==================== block 1
## src/rtl/updi_pkg.sv

```systemverilog
// updi_pkg
//   Shared types and constants for the UPDI timing blocks.
//   - updi_brk_state_t : break-sequencer FSM state encoding
//   - UPDI_BREAK_CLKS  : default break length in clocks
//   - max_int          : helper for sizing counters from several lengths
package updi_pkg;

  typedef enum logic [1:0] {
    ST_IDLE,
    ST_BREAK,
    ST_DELIM,
    ST_GUARD
  } updi_brk_state_t;

  localparam int UPDI_BREAK_CLKS = 100;

  function automatic int max_int(input int a, input int b);
    return (a > b) ? a : b;
  endfunction

endpackage

```

## src/rtl/updi_phase_timer.sv

```systemverilog
// updi_phase_timer
//   Down-counter used to time a single phase. Loading len-1 on phase entry
//   makes the phase last exactly len cycles: zero_o rises in the last cycle.
// Ports
//   clk_i       in  system clock
//   rst_i       in  synchronous reset, active-high (counter -> 0)
//   load_i      in  load load_val_i on the next edge (wins over counting)
//   load_val_i  in  W bits, phase length minus one
//   zero_o      out counter is at zero (phase ends at this cycle's edge)
module updi_phase_timer #(
  parameter int W = 8
) (
  input  logic         clk_i,
  input  logic         rst_i,
  input  logic         load_i,
  input  logic [W-1:0] load_val_i,
  output logic         zero_o
);

  logic [W-1:0] cnt_q;
  logic [W-1:0] cnt_d;

  // Saturates at zero so the counter can free-run while its owner is idle.
  always_comb begin
    cnt_d = cnt_q;
    if (load_i) begin
      cnt_d = load_val_i;
    end else if (cnt_q != '0) begin
      cnt_d = cnt_q - W'(1);
    end
  end

  always_ff @(posedge clk_i) begin
    if (rst_i) begin
      cnt_q <= '0;
    end else begin
      cnt_q <= cnt_d;
    end
  end

  assign zero_o = (cnt_q == '0);

endmodule

```

## src/rtl/updi_break_seq.sv

```systemverilog
// updi_break_seq
//   UPDI break-sequence generator: drives the line low for nb break periods
//   separated by high delimiters, then an optional high guard time.
// Ports
//   clk_i       in  system clock
//   rst_i       in  synchronous reset, active-high
//   start_i     in  request a sequence (only honoured while idle)
//   n_breaks_i  in  NB_W bits, break count latched on accepted start
//   abort_i     in  terminate a running sequence
//   busy_o      out sequence in progress, line owned by this block
//   pulse_o     out UPDI line level (0 = break, 1 = idle/delimiter)
//   done_o      out one-cycle strobe on normal completion
//   aborted_o   out one-cycle strobe on abort completion
module updi_break_seq
  import updi_pkg::*;
#(
  parameter int BREAK_CLKS = UPDI_BREAK_CLKS,
  parameter int DELIM_CLKS = 100,
  parameter int GUARD_CLKS = 0,
  parameter int MAX_BREAKS = 2,
  parameter int NB_W       = $clog2(MAX_BREAKS + 1)
) (
  input  logic            clk_i,
  input  logic            rst_i,
  input  logic            start_i,
  input  logic [NB_W-1:0] n_breaks_i,
  input  logic            abort_i,
  output logic            busy_o,
  output logic            pulse_o,
  output logic            done_o,
  output logic            aborted_o
);

  localparam int LEN_MAX = max_int(max_int(BREAK_CLKS, DELIM_CLKS), max_int(GUARD_CLKS, 2));
  localparam int CW      = $clog2(LEN_MAX);

  localparam logic [CW-1:0]   BREAK_LD = CW'(BREAK_CLKS - 1);
  localparam logic [CW-1:0]   DELIM_LD = CW'(DELIM_CLKS - 1);
  localparam logic [CW-1:0]   GUARD_LD = CW'((GUARD_CLKS > 0) ? GUARD_CLKS - 1 : 0);
  localparam logic [NB_W-1:0] MAX_NB   = NB_W'(MAX_BREAKS);

  updi_brk_state_t state_q;
  logic            busy_q;
  logic            pulse_q;
  logic            done_q;
  logic            aborted_q;
  logic [NB_W-1:0] brk_cnt_q;
  logic [NB_W-1:0] brk_cnt_d;

  logic            start_ok;
  logic            brk_rem;
  logic [NB_W-1:0] nb_clamped;
  logic            phase_zero;
  logic            tmr_load;
  logic [CW-1:0]   tmr_val;

  // A request arriving in the done cycle still belongs to the finished run.
  assign start_ok = start_i && !abort_i && !done_q;

  always_comb begin
    nb_clamped = n_breaks_i;
    if (n_breaks_i == '0) begin
      nb_clamped = NB_W'(1);
    end else if (n_breaks_i > MAX_NB) begin
      nb_clamped = MAX_NB;
    end
  end

  // Count of breaks still owed once the current break finishes.
  assign brk_cnt_d = brk_cnt_q - NB_W'(1);
  assign brk_rem   = (brk_cnt_d != '0);

  // Timer reload mirrors the FSM transitions below; an abort reloads nothing.
  always_comb begin
    tmr_load = 1'b0;
    tmr_val  = '0;
    case (state_q)
      ST_IDLE: begin
        if (start_ok) begin
          tmr_load = 1'b1;
          tmr_val  = BREAK_LD;
        end
      end
      ST_BREAK: begin
        if (!abort_i && phase_zero) begin
          if (brk_rem) begin
            tmr_load = 1'b1;
            tmr_val  = DELIM_LD;
          end else if (GUARD_CLKS > 0) begin
            tmr_load = 1'b1;
            tmr_val  = GUARD_LD;
          end
        end
      end
      ST_DELIM: begin
        if (!abort_i && phase_zero) begin
          tmr_load = 1'b1;
          tmr_val  = BREAK_LD;
        end
      end
      default: ;
    endcase
  end

  updi_phase_timer #(
    .W(CW)
  ) u_timer (
    .clk_i      (clk_i),
    .rst_i      (rst_i),
    .load_i     (tmr_load),
    .load_val_i (tmr_val),
    .zero_o     (phase_zero)
  );

  always_ff @(posedge clk_i) begin
    if (rst_i) begin
      state_q   <= ST_IDLE;
      busy_q    <= 1'b0;
      pulse_q   <= 1'b1;
      done_q    <= 1'b0;
      aborted_q <= 1'b0;
      brk_cnt_q <= '0;
    end else begin
      done_q    <= 1'b0;
      aborted_q <= 1'b0;
      if (state_q == ST_IDLE) begin
        if (start_ok) begin
          state_q   <= ST_BREAK;
          busy_q    <= 1'b1;
          pulse_q   <= 1'b0;
          brk_cnt_q <= nb_clamped;
        end
      end else if (abort_i) begin
        // Abort beats any phase completion happening in the same cycle.
        state_q   <= ST_IDLE;
        busy_q    <= 1'b0;
        pulse_q   <= 1'b1;
        aborted_q <= 1'b1;
      end else if (phase_zero) begin
        case (state_q)
          ST_BREAK: begin
            brk_cnt_q <= brk_cnt_d;
            if (brk_rem) begin
              state_q <= ST_DELIM;
              pulse_q <= 1'b1;
            end else if (GUARD_CLKS > 0) begin
              state_q <= ST_GUARD;
              pulse_q <= 1'b1;
            end else begin
              state_q <= ST_IDLE;
              busy_q  <= 1'b0;
              pulse_q <= 1'b1;
              done_q  <= 1'b1;
            end
          end
          ST_DELIM: begin
            state_q <= ST_BREAK;
            pulse_q <= 1'b0;
          end
          default: begin
            // ST_GUARD expiry
            state_q <= ST_IDLE;
            busy_q  <= 1'b0;
            pulse_q <= 1'b1;
            done_q  <= 1'b1;
          end
        endcase
      end
    end
  end

  assign busy_o    = busy_q;
  assign pulse_o   = pulse_q;
  assign done_o    = done_q;
  assign aborted_o = aborted_q;

endmodule

```

## config.mk

```make
export PLATFORM = sky130hd
export DESIGN_NAME = updi_break_seq
export DESIGN_NICKNAME = d
export VERILOG_FILES = /design/src/rtl/updi_pkg.sv /design/src/rtl/updi_phase_timer.sv /design/src/rtl/updi_break_seq.sv
export SDC_FILE = /design/constraint.sdc
export NUM_CORES = 1
export LEC_CHECK = 0
export CAP_MARGIN = 20
export CORE_ASPECT_RATIO = 0.75
export CORE_UTILIZATION = 40
export CTS_CLUSTER_DIAMETER = 80
export CTS_CLUSTER_SIZE = 28
export DETAILED_ROUTE_END_ITERATION = 7
export SLEW_MARGIN = 20
export SYNTH_ARGS = -nofsm -noshare
export SYNTH_HDL_FRONTEND = slang
export SYNTH_SLANG_ARGS = --single-unit
```

## constraint.sdc

```tcl
create_clock -name clk_i -period 1.5 [get_ports clk_i]
set_input_delay 0.3 -clock clk_i [delete_from_list [all_inputs] [get_ports clk_i]]
set_output_delay 0.3 -clock clk_i [all_outputs]
set_load 0.02 [all_outputs]
```

==> Changelog: implementation <==
## Implementation

* Post-layout period usage at 1.065
* Failing checks: setup timing
* Top power group: combinational logic
* Max-Cap Viols at 0
* Inserted Diodes at 0
* Post-layout min period at 1.598 ns
* Setup Viol. Count Final at 12
* DPL Wire Length at 1554 µm
* Met2 WL post-DR at 938 µm
* DRT Wirelength at 2276 µm
* Synth cell types at 39
* Sequential share of cell area at 0.2274
* Status: complete, but fails checks
* R2r setup slk at -0.1 ns
* Cell area leaders: dfxtp_1, ha_1, a21oi_1
* Dominant class by area: logic gates
* Worst setup startpoint: state_q[0]
* Max Freq at 625.7 MHz
* HP Class: register to register
* Most numerous logic cells after layout: buf_4, dfxtp_1, inv_2, a21oi_1
* Max incr delay on CP at 0.52 ns
* GRT busiest layer: met1
* Adder share at 0.1057
* CP Launch Type: register
* GR met2 Demand/Resource at 0.2976
* P_int at 1.586 mW
* Number of enable flip-flop cells at 0
* Log Warnings at 34
* Clock Network Area Fraction at 0.01957
* Fp_density at 0.4506
* Pre-Repair DR Iteration Count at 4
* Crit-path cells: inv_2 -> ha_4 -> inv_2 -> or4b_4 -> o22a_4 -> a21oi_2
* Yosys aoi share at 0.1752
* Largest regs: u_timer.cnt_q (7), brk_cnt_q (2), state_q (2)
* Gate Area at 656.9 µm²
* Non-Clock Buffer Count at 37
* Antenna Nets Post-Route at 0
* Smallest setup slack after layout at -0.09823 ns
* CP Capture Point: u_timer.cnt_q[6]
* Mapped Area at 828.3 µm²
* WL/cell at 15.07 µm
* Number of logic gates at 66
* CP Capture Type: register
* Placed instance area at 1164 µm²
* H-tree depth at 1
* CP Depth at 6
* Pre-CTS setup slack at -0.3692 ns
* Nets at 143
* Synth top area share at 0.3625
* Cell total in the yosys stat output at 89
==> timing repair <==
item                                    in CTS  in global routing
cloned                                       0                  0
pin swaps                                   11                  7
gates resized                               17                 14
buffers inserted                             2                  4
endpoints found under the setup margin      17                 15
endpoints found under the hold margin        0                  0
==> worst min path at each step <==
stage	slack, ns	from	endpoint	cells after the start
final	0.47	pulse_o	pulse_o	1
after global routing	0.51	pulse_o	pulse_o	1
after CTS	0.48	pulse_o	pulse_o	1
after detailed placement	0.46	pulse_o	pulse_o	1
after global placement	0.46	brk_cnt_q[1]	brk_cnt_q[1]	2
after floorplan	0.37	rst_i	aborted_o	1
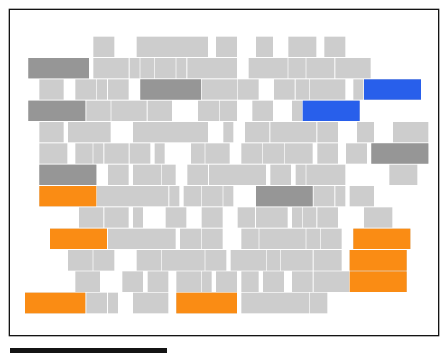
Figure 1: block 1, sequential cells colored by netlist name.
The bar under the picture is 20 µm long.
| color | name in the netlist | sequential cells |
|---|---|---|
| blue | `brk_cnt_q` | 2 |
| orange | `u_timer.cnt_q` | 7 |
not colored: 6


==================== block 2
`src/rtl/w5300_pif_engine.sv`:
```
// W5300 parallel-interface bus engine: turns single-word requests into timed
// address/strobe/hold/recovery cycles on an 8- or 16-bit asynchronous bus.
// Ports: clk, rst_n; request side req_valid/req_ready/req_wr/req_addr/
//   req_wdata; response side done/rsp_rdata; pad side bus_addr/bus_dout/
//   bus_oe/bus_din and active-low strobes cs_n/rd_n/we_n.
module w5300_pif_engine #(
   parameter int ADDR_W = 10,
   parameter int BUS_W  = 16,
   parameter int T_AS   = 1,
   parameter int T_PW   = 2,
   parameter int T_HOLD = 1,
   parameter int T_REC  = 1
) (
   input  logic              clk,
   input  logic              rst_n,
   input  logic              req_valid,
   output logic              req_ready,
   input  logic              req_wr,
   input  logic [ADDR_W-1:0] req_addr,
   input  logic [15:0]       req_wdata,
   output logic              done,
   output logic [15:0]       rsp_rdata,
   output logic [ADDR_W-1:0] bus_addr,
   output logic [BUS_W-1:0]  bus_dout,
   output logic              bus_oe,
   input  logic [BUS_W-1:0]  bus_din,
   output logic              cs_n,
   output logic              rd_n,
   output logic              we_n
);

   typedef enum logic [2:0] {
      S_IDLE,
      S_ADDR,
      S_STROBE,
      S_HOLD,
      S_RECOV
   } state_t;

   localparam int         PHASES = (BUS_W == 8) ? 2 : 1;
   localparam logic       LAST_PH = 1'(PHASES - 1);
   localparam logic [3:0] C_AS   = 4'(T_AS - 1);
   localparam logic [3:0] C_PW   = 4'(T_PW - 1);
   localparam logic [3:0] C_HOLD = 4'(T_HOLD - 1);
   localparam logic [3:0] C_REC  = 4'(T_REC - 1);

   state_t            state_q, state_d;
   logic [3:0]        cnt_q, cnt_d;
   logic              phase_q;
   logic              wr_q;
   logic [7:0]        lo_q;
   logic [15:0]       cap_q;
   logic [15:0]       rsp_q;
   logic [ADDR_W-1:0] addr_q;
   logic [BUS_W-1:0]  dout_q;

   logic              accept;
   logic              phase_adv;
   logic              last_strobe;
   logic              done_c;
   logic [15:0]       din_ext;
   logic [15:0]       d_first;
   logic [15:0]       d_second;
   logic [ADDR_W-1:0] a_first;

   // Counter holds "cycles left after this one"; each state exits at zero.
   always_comb begin
      state_d     = state_q;
      cnt_d       = cnt_q;
      accept      = 1'b0;
      phase_adv   = 1'b0;
      last_strobe = 1'b0;
      done_c      = 1'b0;
      if (cnt_q != 4'd0) cnt_d = cnt_q - 4'd1;
      unique case (state_q)
         S_IDLE: begin
            if (req_valid) begin
               accept  = 1'b1;
               state_d = S_ADDR;
               cnt_d   = C_AS;
            end
         end
         S_ADDR: begin
            if (cnt_q == 4'd0) begin
               state_d = S_STROBE;
               cnt_d   = C_PW;
            end
         end
         S_STROBE: begin
            if (cnt_q == 4'd0) begin
               last_strobe = 1'b1;
               state_d     = S_HOLD;
               cnt_d       = C_HOLD;
            end
         end
         S_HOLD: begin
            if (cnt_q == 4'd0) begin
               if (phase_q == LAST_PH) begin
                  done_c  = 1'b1;
                  state_d = S_RECOV;
                  cnt_d   = C_REC;
               end else begin
                  phase_adv = 1'b1;
                  state_d   = S_ADDR;
                  cnt_d     = C_AS;
               end
            end
         end
         S_RECOV: begin
            if (cnt_q == 4'd0) begin
               state_d = S_IDLE;
               cnt_d   = 4'd0;
            end
         end
         default: begin
            state_d = S_IDLE;
            cnt_d   = 4'd0;
         end
      endcase
   end

   // Byte-wide bus: high byte at the even address first, then low byte.
   always_comb begin
      din_ext = '0;
      din_ext[BUS_W-1:0] = bus_din;
      a_first = req_addr;
      if (PHASES == 2) begin
         a_first[0] = 1'b0;
         d_first    = {8'h00, req_wdata[15:8]};
      end else begin
         d_first    = req_wdata;
      end
      d_second = {8'h00, lo_q};
   end

   always_ff @(posedge clk or negedge rst_n) begin
      if (!rst_n) begin
         state_q <= S_IDLE;
         cnt_q   <= 4'd0;
         phase_q <= 1'b0;
         wr_q    <= 1'b0;
         lo_q    <= 8'h00;
         cap_q   <= 16'h0000;
         rsp_q   <= 16'h0000;
         addr_q  <= '0;
         dout_q  <= '0;
      end else begin
         state_q <= state_d;
         cnt_q   <= cnt_d;
         if (accept) begin
            phase_q <= 1'b0;
            wr_q    <= req_wr;
            lo_q    <= req_wdata[7:0];
            addr_q  <= a_first;
            dout_q  <= d_first[BUS_W-1:0];
         end
         if (phase_adv) begin
            phase_q   <= 1'b1;
            addr_q[0] <= 1'b1;
            dout_q    <= d_second[BUS_W-1:0];
         end
         if (last_strobe) begin
            if (PHASES == 1) cap_q <= din_ext;
            else if (!phase_q) cap_q[15:8] <= din_ext[7:0];
            else cap_q[7:0] <= din_ext[7:0];
         end
         if (done_c && !wr_q) rsp_q <= cap_q;
      end
   end

   // Strobes decode straight from state so an async reset drops them at once.
   always_comb begin
      req_ready = (state_q == S_IDLE);
      done      = done_c;
      cs_n      = !(state_q == S_STROBE);
      rd_n      = !((state_q == S_STROBE) && !wr_q);
      we_n      = !((state_q == S_STROBE) && wr_q);
      bus_oe    = wr_q && ((state_q == S_ADDR) ||
                           (state_q == S_STROBE) ||
                           (state_q == S_HOLD));
      bus_addr  = addr_q;
      bus_dout  = dout_q;
      rsp_rdata = (done_c && !wr_q) ? cap_q : rsp_q;
   end

endmodule

```
`config.mk`:
```
export PLATFORM = sky130hd
export DESIGN_NAME = w5300_pif_engine
export DESIGN_NICKNAME = d
export VERILOG_FILES = /design/src/rtl/w5300_pif_engine.sv
export SDC_FILE = /design/constraint.sdc
export NUM_CORES = 1
export LEC_CHECK = 0
export CELL_PAD_IN_SITES_DETAIL_PLACEMENT = 0
export CELL_PAD_IN_SITES_GLOBAL_PLACEMENT = 1
export CORE_MARGIN = 5
export CORE_UTILIZATION = 36
export CTS_CLUSTER_DIAMETER = 80
export DETAILED_ROUTE_END_ITERATION = 10
export HOLD_SLACK_MARGIN = 0.02
export PLACE_DENSITY = 0.82
export SLEW_MARGIN = 20
export SYNTH_ARGS = -nofsm -noshare
export SYNTH_HDL_FRONTEND = slang
export SYNTH_SLANG_ARGS = --single-unit
```
`constraint.sdc`:
```
create_clock -name clk -period 3.3 [get_ports clk]
set_clock_uncertainty 0.1 [all_clocks]
set_input_delay 0.66 -clock clk [delete_from_list [all_inputs] [get_ports clk]]
set_output_delay 0.66 -clock clk [all_outputs]
set_load 0.05 [all_outputs]
```
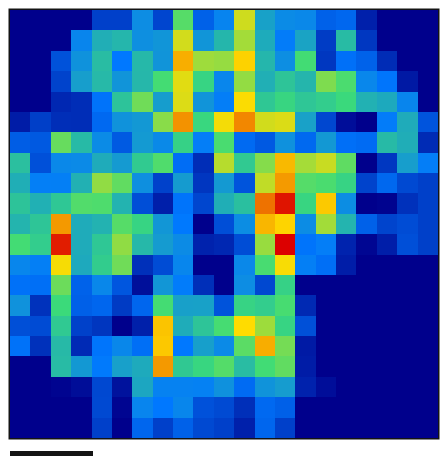
Figure 2: block 2, wire density map.
The bar under the picture is 20 µm long. 21 x 21 tiles, from dark blue (low) to red (high), scaled to the fullest tile. Values are wire area over tile area, all layers added.
densest ninth of the die: top middle
tiles over half the peak: 16%
mean over tiles: 0.11
nearly empty tiles: 23%
emptiest ninth of the die: bottom right
fullest tile: 0.40
DRT Wirelength: 7176 µm
WL/cell: 14.56 µm

==> Changelog: implementation <==
## Implementation

* Status: complete, no violations
* Yosys Chip Area at 3138 µm²
* Final std cells w/o fill at 493
* GR met2 Demand/Resource at 0.2157
* First-pass GRT wire length at 11,480 µm
* Synth top area share at 0.5981
* Max-Cap Viols at 0
* DR WL met3 at 366 µm
* CP Capture Type: primary output
* CTS root buffer: clkbuf_8
* Via/cell ratio at 4.801
* Avg Synthesized Cell Area at 11.09 µm²
* Post-synth top area cell: dfrtp_1
* Total negative slack at 0 ns
* Nets at 429
* Most numerous logic cells after layout: nand2_1, dfrtp_1, clkdlybuf4s50_1
* Worst setup path category: register to primary output
* Max incr delay on CP at 0.40 ns
* Final hold viol count at 0
* CTS tree: yes
* Register Area at 1877 µm²
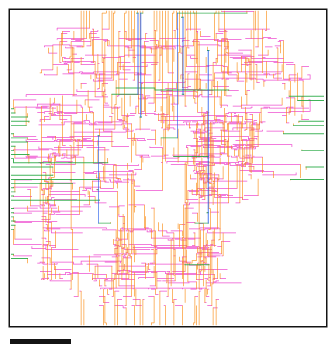
Figure 3: block 2, metal layers overlaid.
The bar under the picture is 20 µm long.
| color | layer | wire length |
|---|---|---|
| orange | met2 | 3,520 µm |
| magenta | met1 | 3,080 µm |
| green | met3 | 366 µm |
| blue | met4 | 212 µm |
GRT Total Usage: 0.1396
vias after detailed routing: 2,367

## registers in the layout, indices dropped and copies added, names as in the netlist, 3 cells and up
name and flops:
lo_q 8, cnt_q 4, rsp_q 16, state_q 3, bus_dout 16, bus_addr 10
cap_q 16
## area by class of cell
class	instances	share of cell area
multi-input combinational	189	0.2707
timing repair buffer	101	0.2167
tap	108	0.03084
sequential	75	0.4283
inverter	4	0.003427
clock buffer	11	0.03455
clock inverter	5	0.01542
## what timing repair did
action | 4_1_cts | 5_1_grt
cloned | 0 | 0
endpoints found under the setup margin | 16 | 16
setup buffers | 1 | 0
resized | 0 | 1

==================== block 3
<file path="src/rtl/sumaproductos_pkg.sv">
// Purpose : shared FSM encoding, default stimulus width and the all-agree test for the sweep.
// Latency : n/a (types, constants and a combinational function only).
// Backpr. : n/a.
package sumaproductos_pkg;

  localparam int WIDTH_DEF = 4;

  typedef enum logic [1:0] {
    IDLE   = 2'd0,
    APPLY  = 2'd1,
    SAMPLE = 2'd2,
    DONE   = 2'd3
  } estado_t;

  // The four implementations agree only when their responses are all 0 or all 1.
  function automatic logic todos_iguales(input logic [3:0] rta);
    return (rta == 4'b0000) || (rta == 4'b1111);
  endfunction

endpackage

</file>
<file path="src/rtl/barrido_settle_cnt.sv">
// Purpose : SETTLE-cycle hold timer; load arms it, expira rises in the last hold cycle.
// Latency : expira is high on the SETTLE-th enabled cycle after load (combinational from the count).
// Backpr. : none; dec simply stops the count while low.
//
// Ports:
//   clk, rst_n : clock, asynchronous active-low reset
//   carga      : reload to SETTLE-1 (has priority over dec)
//   dec        : count down while non-zero
//   expira     : count has reached zero
module barrido_settle_cnt #(
  parameter int SETTLE = 1
) (
  input  logic clk,
  input  logic rst_n,
  input  logic carga,
  input  logic dec,
  output logic expira
);

  localparam int CW = (SETTLE > 1) ? $clog2(SETTLE) : 1;
  // Loading SETTLE-1 and expiring at zero yields exactly SETTLE enabled cycles.
  localparam logic [CW-1:0] RECARGA = CW'(SETTLE - 1);

  logic [CW-1:0] cnt;

  always_ff @(posedge clk or negedge rst_n) begin
    if (!rst_n) begin
      cnt <= '0;
    end else if (carga) begin
      cnt <= RECARGA;
    end else if (dec && (cnt != '0)) begin
      cnt <= cnt - CW'(1);
    end
  end

  assign expira = (cnt == '0);

endmodule

</file>
<file path="src/rtl/sumaproductos_barrido.sv">
// Purpose : sweeps every WIDTH-bit vector into four sum-of-products implementations and checks they agree.
// Latency : 2^WIDTH*(SETTLE+1) cycles of sweep plus one DONE cycle; results final in the DONE cycle.
// Backpr. : none; start is only sampled in IDLE and ignored while a sweep runs.
//
// Ports:
//   clk, rst_n   : clock, asynchronous active-low reset (aborts a sweep, no done)
//   start        : begin a sweep (IDLE only)
//   estimulo     : vector driven to all implementations
//   rta          : {comportamental, funcional, estructural, primitiva} responses
//   busy, done   : sweep running / one-cycle end pulse
//   pass         : last sweep had zero failing vectors
//   errores      : failing vector count of the last sweep
//   primer_fallo : first failing vector, valid when fallo_valido=1
module sumaproductos_barrido
  import sumaproductos_pkg::*;
#(
  parameter int WIDTH  = WIDTH_DEF,
  parameter int SETTLE = 1
) (
  input  logic             clk,
  input  logic             rst_n,
  input  logic             start,
  output logic [WIDTH-1:0] estimulo,
  input  logic [3:0]       rta,
  output logic             busy,
  output logic             done,
  output logic             pass,
  output logic [WIDTH:0]   errores,
  output logic [WIDTH-1:0] primer_fallo,
  output logic             fallo_valido
);

  localparam logic [WIDTH-1:0] ULTIMO = {WIDTH{1'b1}};

  estado_t        estado;
  logic           carga;
  logic           expira;
  logic           falla;
  logic           ultimo;
  logic [WIDTH:0] errores_nxt;

  assign ultimo      = (estimulo == ULTIMO);
  assign falla       = !todos_iguales(rta);
  assign errores_nxt = errores + {{WIDTH{1'b0}}, falla};

  // The hold timer is armed on every edge that enters APPLY.
  assign carga = ((estado == IDLE) && start) || ((estado == SAMPLE) && !ultimo);

  barrido_settle_cnt #(
    .SETTLE (SETTLE)
  ) u_settle (
    .clk    (clk),
    .rst_n  (rst_n),
    .carga  (carga),
    .dec    (estado == APPLY),
    .expira (expira)
  );

  always_ff @(posedge clk or negedge rst_n) begin
    if (!rst_n) begin
      estado       <= IDLE;
      estimulo     <= '0;
      busy         <= 1'b0;
      done         <= 1'b0;
      pass         <= 1'b0;
      errores      <= '0;
      primer_fallo <= '0;
      fallo_valido <= 1'b0;
    end else begin
      case (estado)
        IDLE: begin
          if (start) begin
            estado       <= APPLY;
            estimulo     <= '0;
            busy         <= 1'b1;
            pass         <= 1'b0;
            errores      <= '0;
            primer_fallo <= '0;
            fallo_valido <= 1'b0;
          end
        end

        APPLY: begin
          if (expira) begin
            estado <= SAMPLE;
          end
        end

        SAMPLE: begin
          if (falla) begin
            errores <= errores_nxt;
            if (!fallo_valido) begin
              primer_fallo <= estimulo;
              fallo_valido <= 1'b1;
            end
          end
          if (ultimo) begin
            // Verdict uses the count including this last vector so it is final during DONE.
            estado <= DONE;
            done   <= 1'b1;
            pass   <= (errores_nxt == '0);
          end else begin
            estado   <= APPLY;
            estimulo <= estimulo + {{(WIDTH-1){1'b0}}, 1'b1};
          end
        end

        DONE: begin
          estado <= IDLE;
          done   <= 1'b0;
          busy   <= 1'b0;
        end

        default: begin
          estado <= IDLE;
        end
      endcase
    end
  end

endmodule
</file>
<file path="config.mk">
export PLATFORM = sky130hd
export DESIGN_NAME = sumaproductos_barrido
export DESIGN_NICKNAME = d
export VERILOG_FILES = /design/src/rtl/sumaproductos_pkg.sv /design/src/rtl/barrido_settle_cnt.sv /design/src/rtl/sumaproductos_barrido.sv
export SDC_FILE = /design/constraint.sdc
export NUM_CORES = 1
export LEC_CHECK = 0
export CAP_MARGIN = 30
export CELL_PAD_IN_SITES_DETAIL_PLACEMENT = 0
export CELL_PAD_IN_SITES_GLOBAL_PLACEMENT = 1
export CORE_UTILIZATION = 39
export CTS_CLUSTER_SIZE = 20
export DETAILED_ROUTE_END_ITERATION = 6
export PLACE_DENSITY = 0.81
export SYNTH_ARGS = -nofsm -noshare
export SYNTH_HDL_FRONTEND = slang
export SYNTH_SLANG_ARGS = --single-unit
</file>
<file path="constraint.sdc">
create_clock -name clk -period 3.2 [get_ports clk]
set_clock_uncertainty 0.1 [all_clocks]
set_input_delay 0.64 -clock clk [delete_from_list [all_inputs] [get_ports clk]]
set_output_delay 0.64 -clock clk [all_outputs]
set_load 0.02 [all_outputs]
</file>
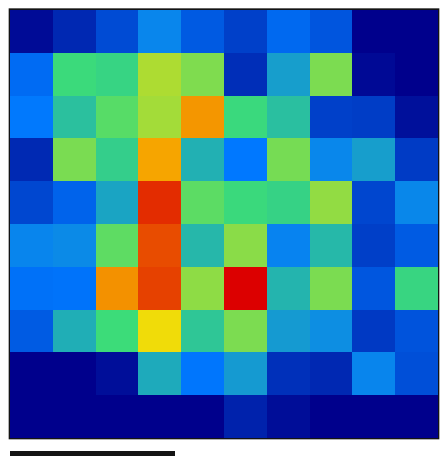
Figure 4: block 3, wire density map.
The bar under the picture is 20 µm long. 10 x 10 tiles, from dark blue (low) to red (high), scaled to the fullest tile. Values are wire area over tile area, all layers added.
nearly empty tiles: 14%
fullest tile: 0.37
tiles over half the peak: 22%
densest ninth of the die: middle
GRT Total Usage: 0.1772
WL/cell: 13.40 µm

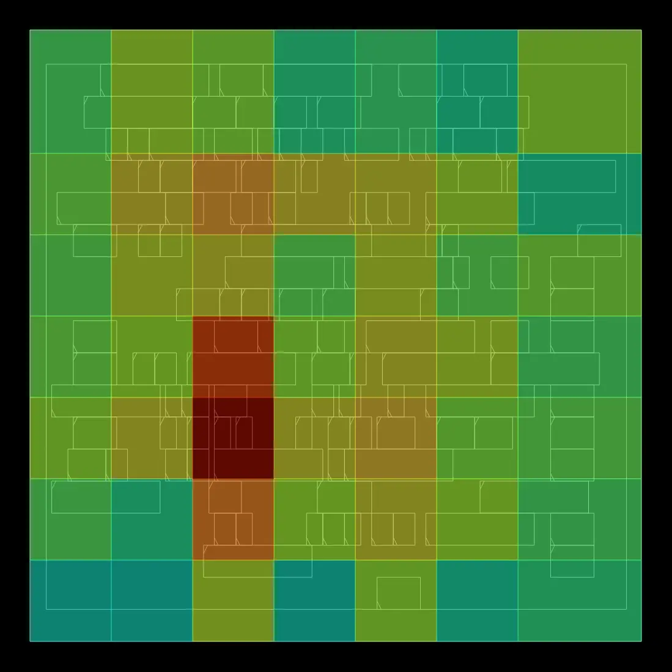
Figure 5: block 3, track usage over the die.
GR met2 Demand/Resource: 0.2585
GRT met1 Usage: 0.2481

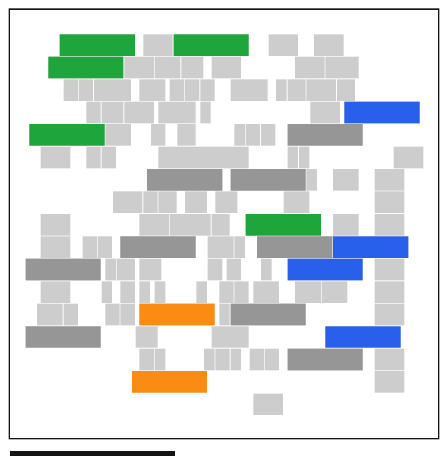
Figure 6: block 3, sequential cells colored by netlist name.
The bar under the picture is 20 µm long.
| color | name in the netlist | sequential cells |
|---|---|---|
| orange | `estado` | 2 |
| green | `errores` | 5 |
| blue | `primer_fallo` | 4 |
not colored: 9

==> Changelog: implementation <==
## Implementation

* CTS root buffer: clkbuf_4
* Synth top area share at 0.5161
* PortBufs at 23
* Data buffer area share at 0.1822
* Max Freq at 395.9 MHz
* Synth cell types at 26
* Aggregate global routing overflow at 0
* Log Warnings at 26
* YS warnings at 0
* Top comb family, area: simple AND/OR/NAND/NOR gates
* Final hold slack at 0.4003 ns
* P_int at 0.6370 mW
* Worst slew margin at 0.3998
* Pre-Repair DR Iteration Count at 4
* CTS tree: yes
* Sequential share of cell area at 0.3960
* Antenna Nets Post-Route at 0
* Status: complete, no violations
* Register share after synthesis at 0.5161
* Max Buffers Root-to-Sink at 2
* Worst path slowest cell: clkdlybuf4s50_1
* Die span in x at 51.87 µm
* Sequential power share at 0.392
* Initial antenna violation count at 0
* Pre-CTS setup slack at 0.3494 ns
* Post-layout period usage at 0.7894
* Most numerous logic cells after layout: clkdlybuf4s50_1, dfrtp_1, nand3_1
* Switching share of power at 0.3796
* Adder share at 0.03871
* XOR Share, Synth at 0.04516
* Comb/total area at 0.3406
* Inserted Diodes at 0
* RR Startpoint: estado[1]
* Core Util, Final at 0.5553
* Leakage Power at 0.5804 nW
* Max incr delay on CP at 0.42 ns
* Top-count cell post-synth: dfrtp_1
* Post-layout min period at 2.526 ns
* CP Max Fanout at 2
* Max-Cap Viols at 0
* Fp_density at 0.4261
* Filler cell count at 209
* Hold Path Origin: u_settle.cnt
flip-flops by register name, summed over array words and instances, names as in the netlist:
register / flops
u_settle.cnt: 1
primer_fallo: 4
estado: 2
estimulo: 4
pass: 1
errores: 5
done: 1
fallo_valido: 1
busy: 1
layer usage:
metal | share of wire | wire, µm | vias up | GRT usage
li1 | - | - | 383 | -
met1 | 0.48 | 934 | 373 | 0.2481
met2 | 0.45 | 883 | 23 | 0.2585
met3 | 0.042 | 82 | 8 | 0.03216
met4 | 0.029 | 57 | 0 | 0.09009
met5 | 0 | 0 | - | 0


==> layout pictures side by side <==
Placed cells, one color a class.
picture 1
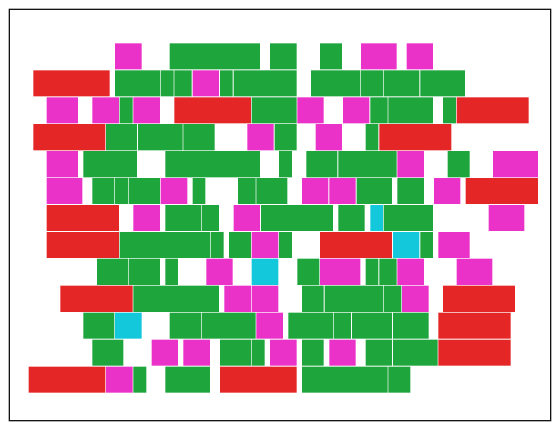
picture 2
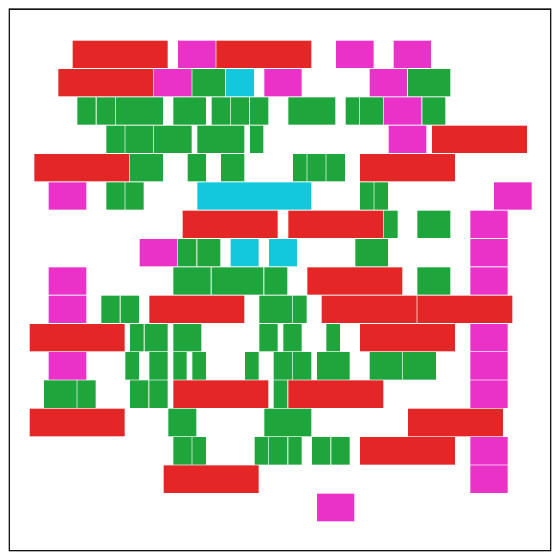
picture 3
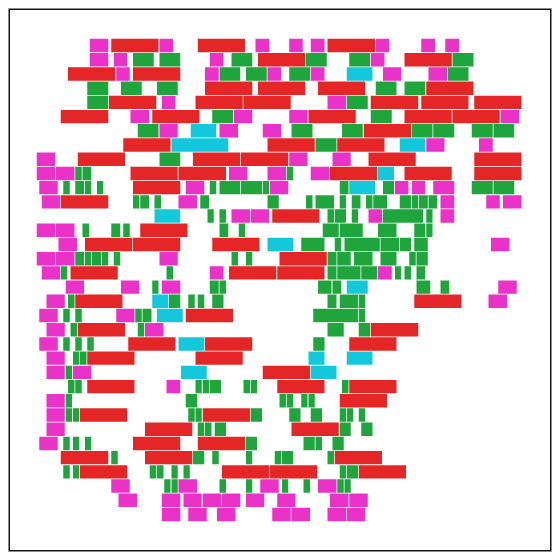
- picture 3 = block 2
- picture 2 = block 3
- picture 1 = block 1
The one with the fewest sequential cells is picture 1.

Power and IR drop assume default switching activity.
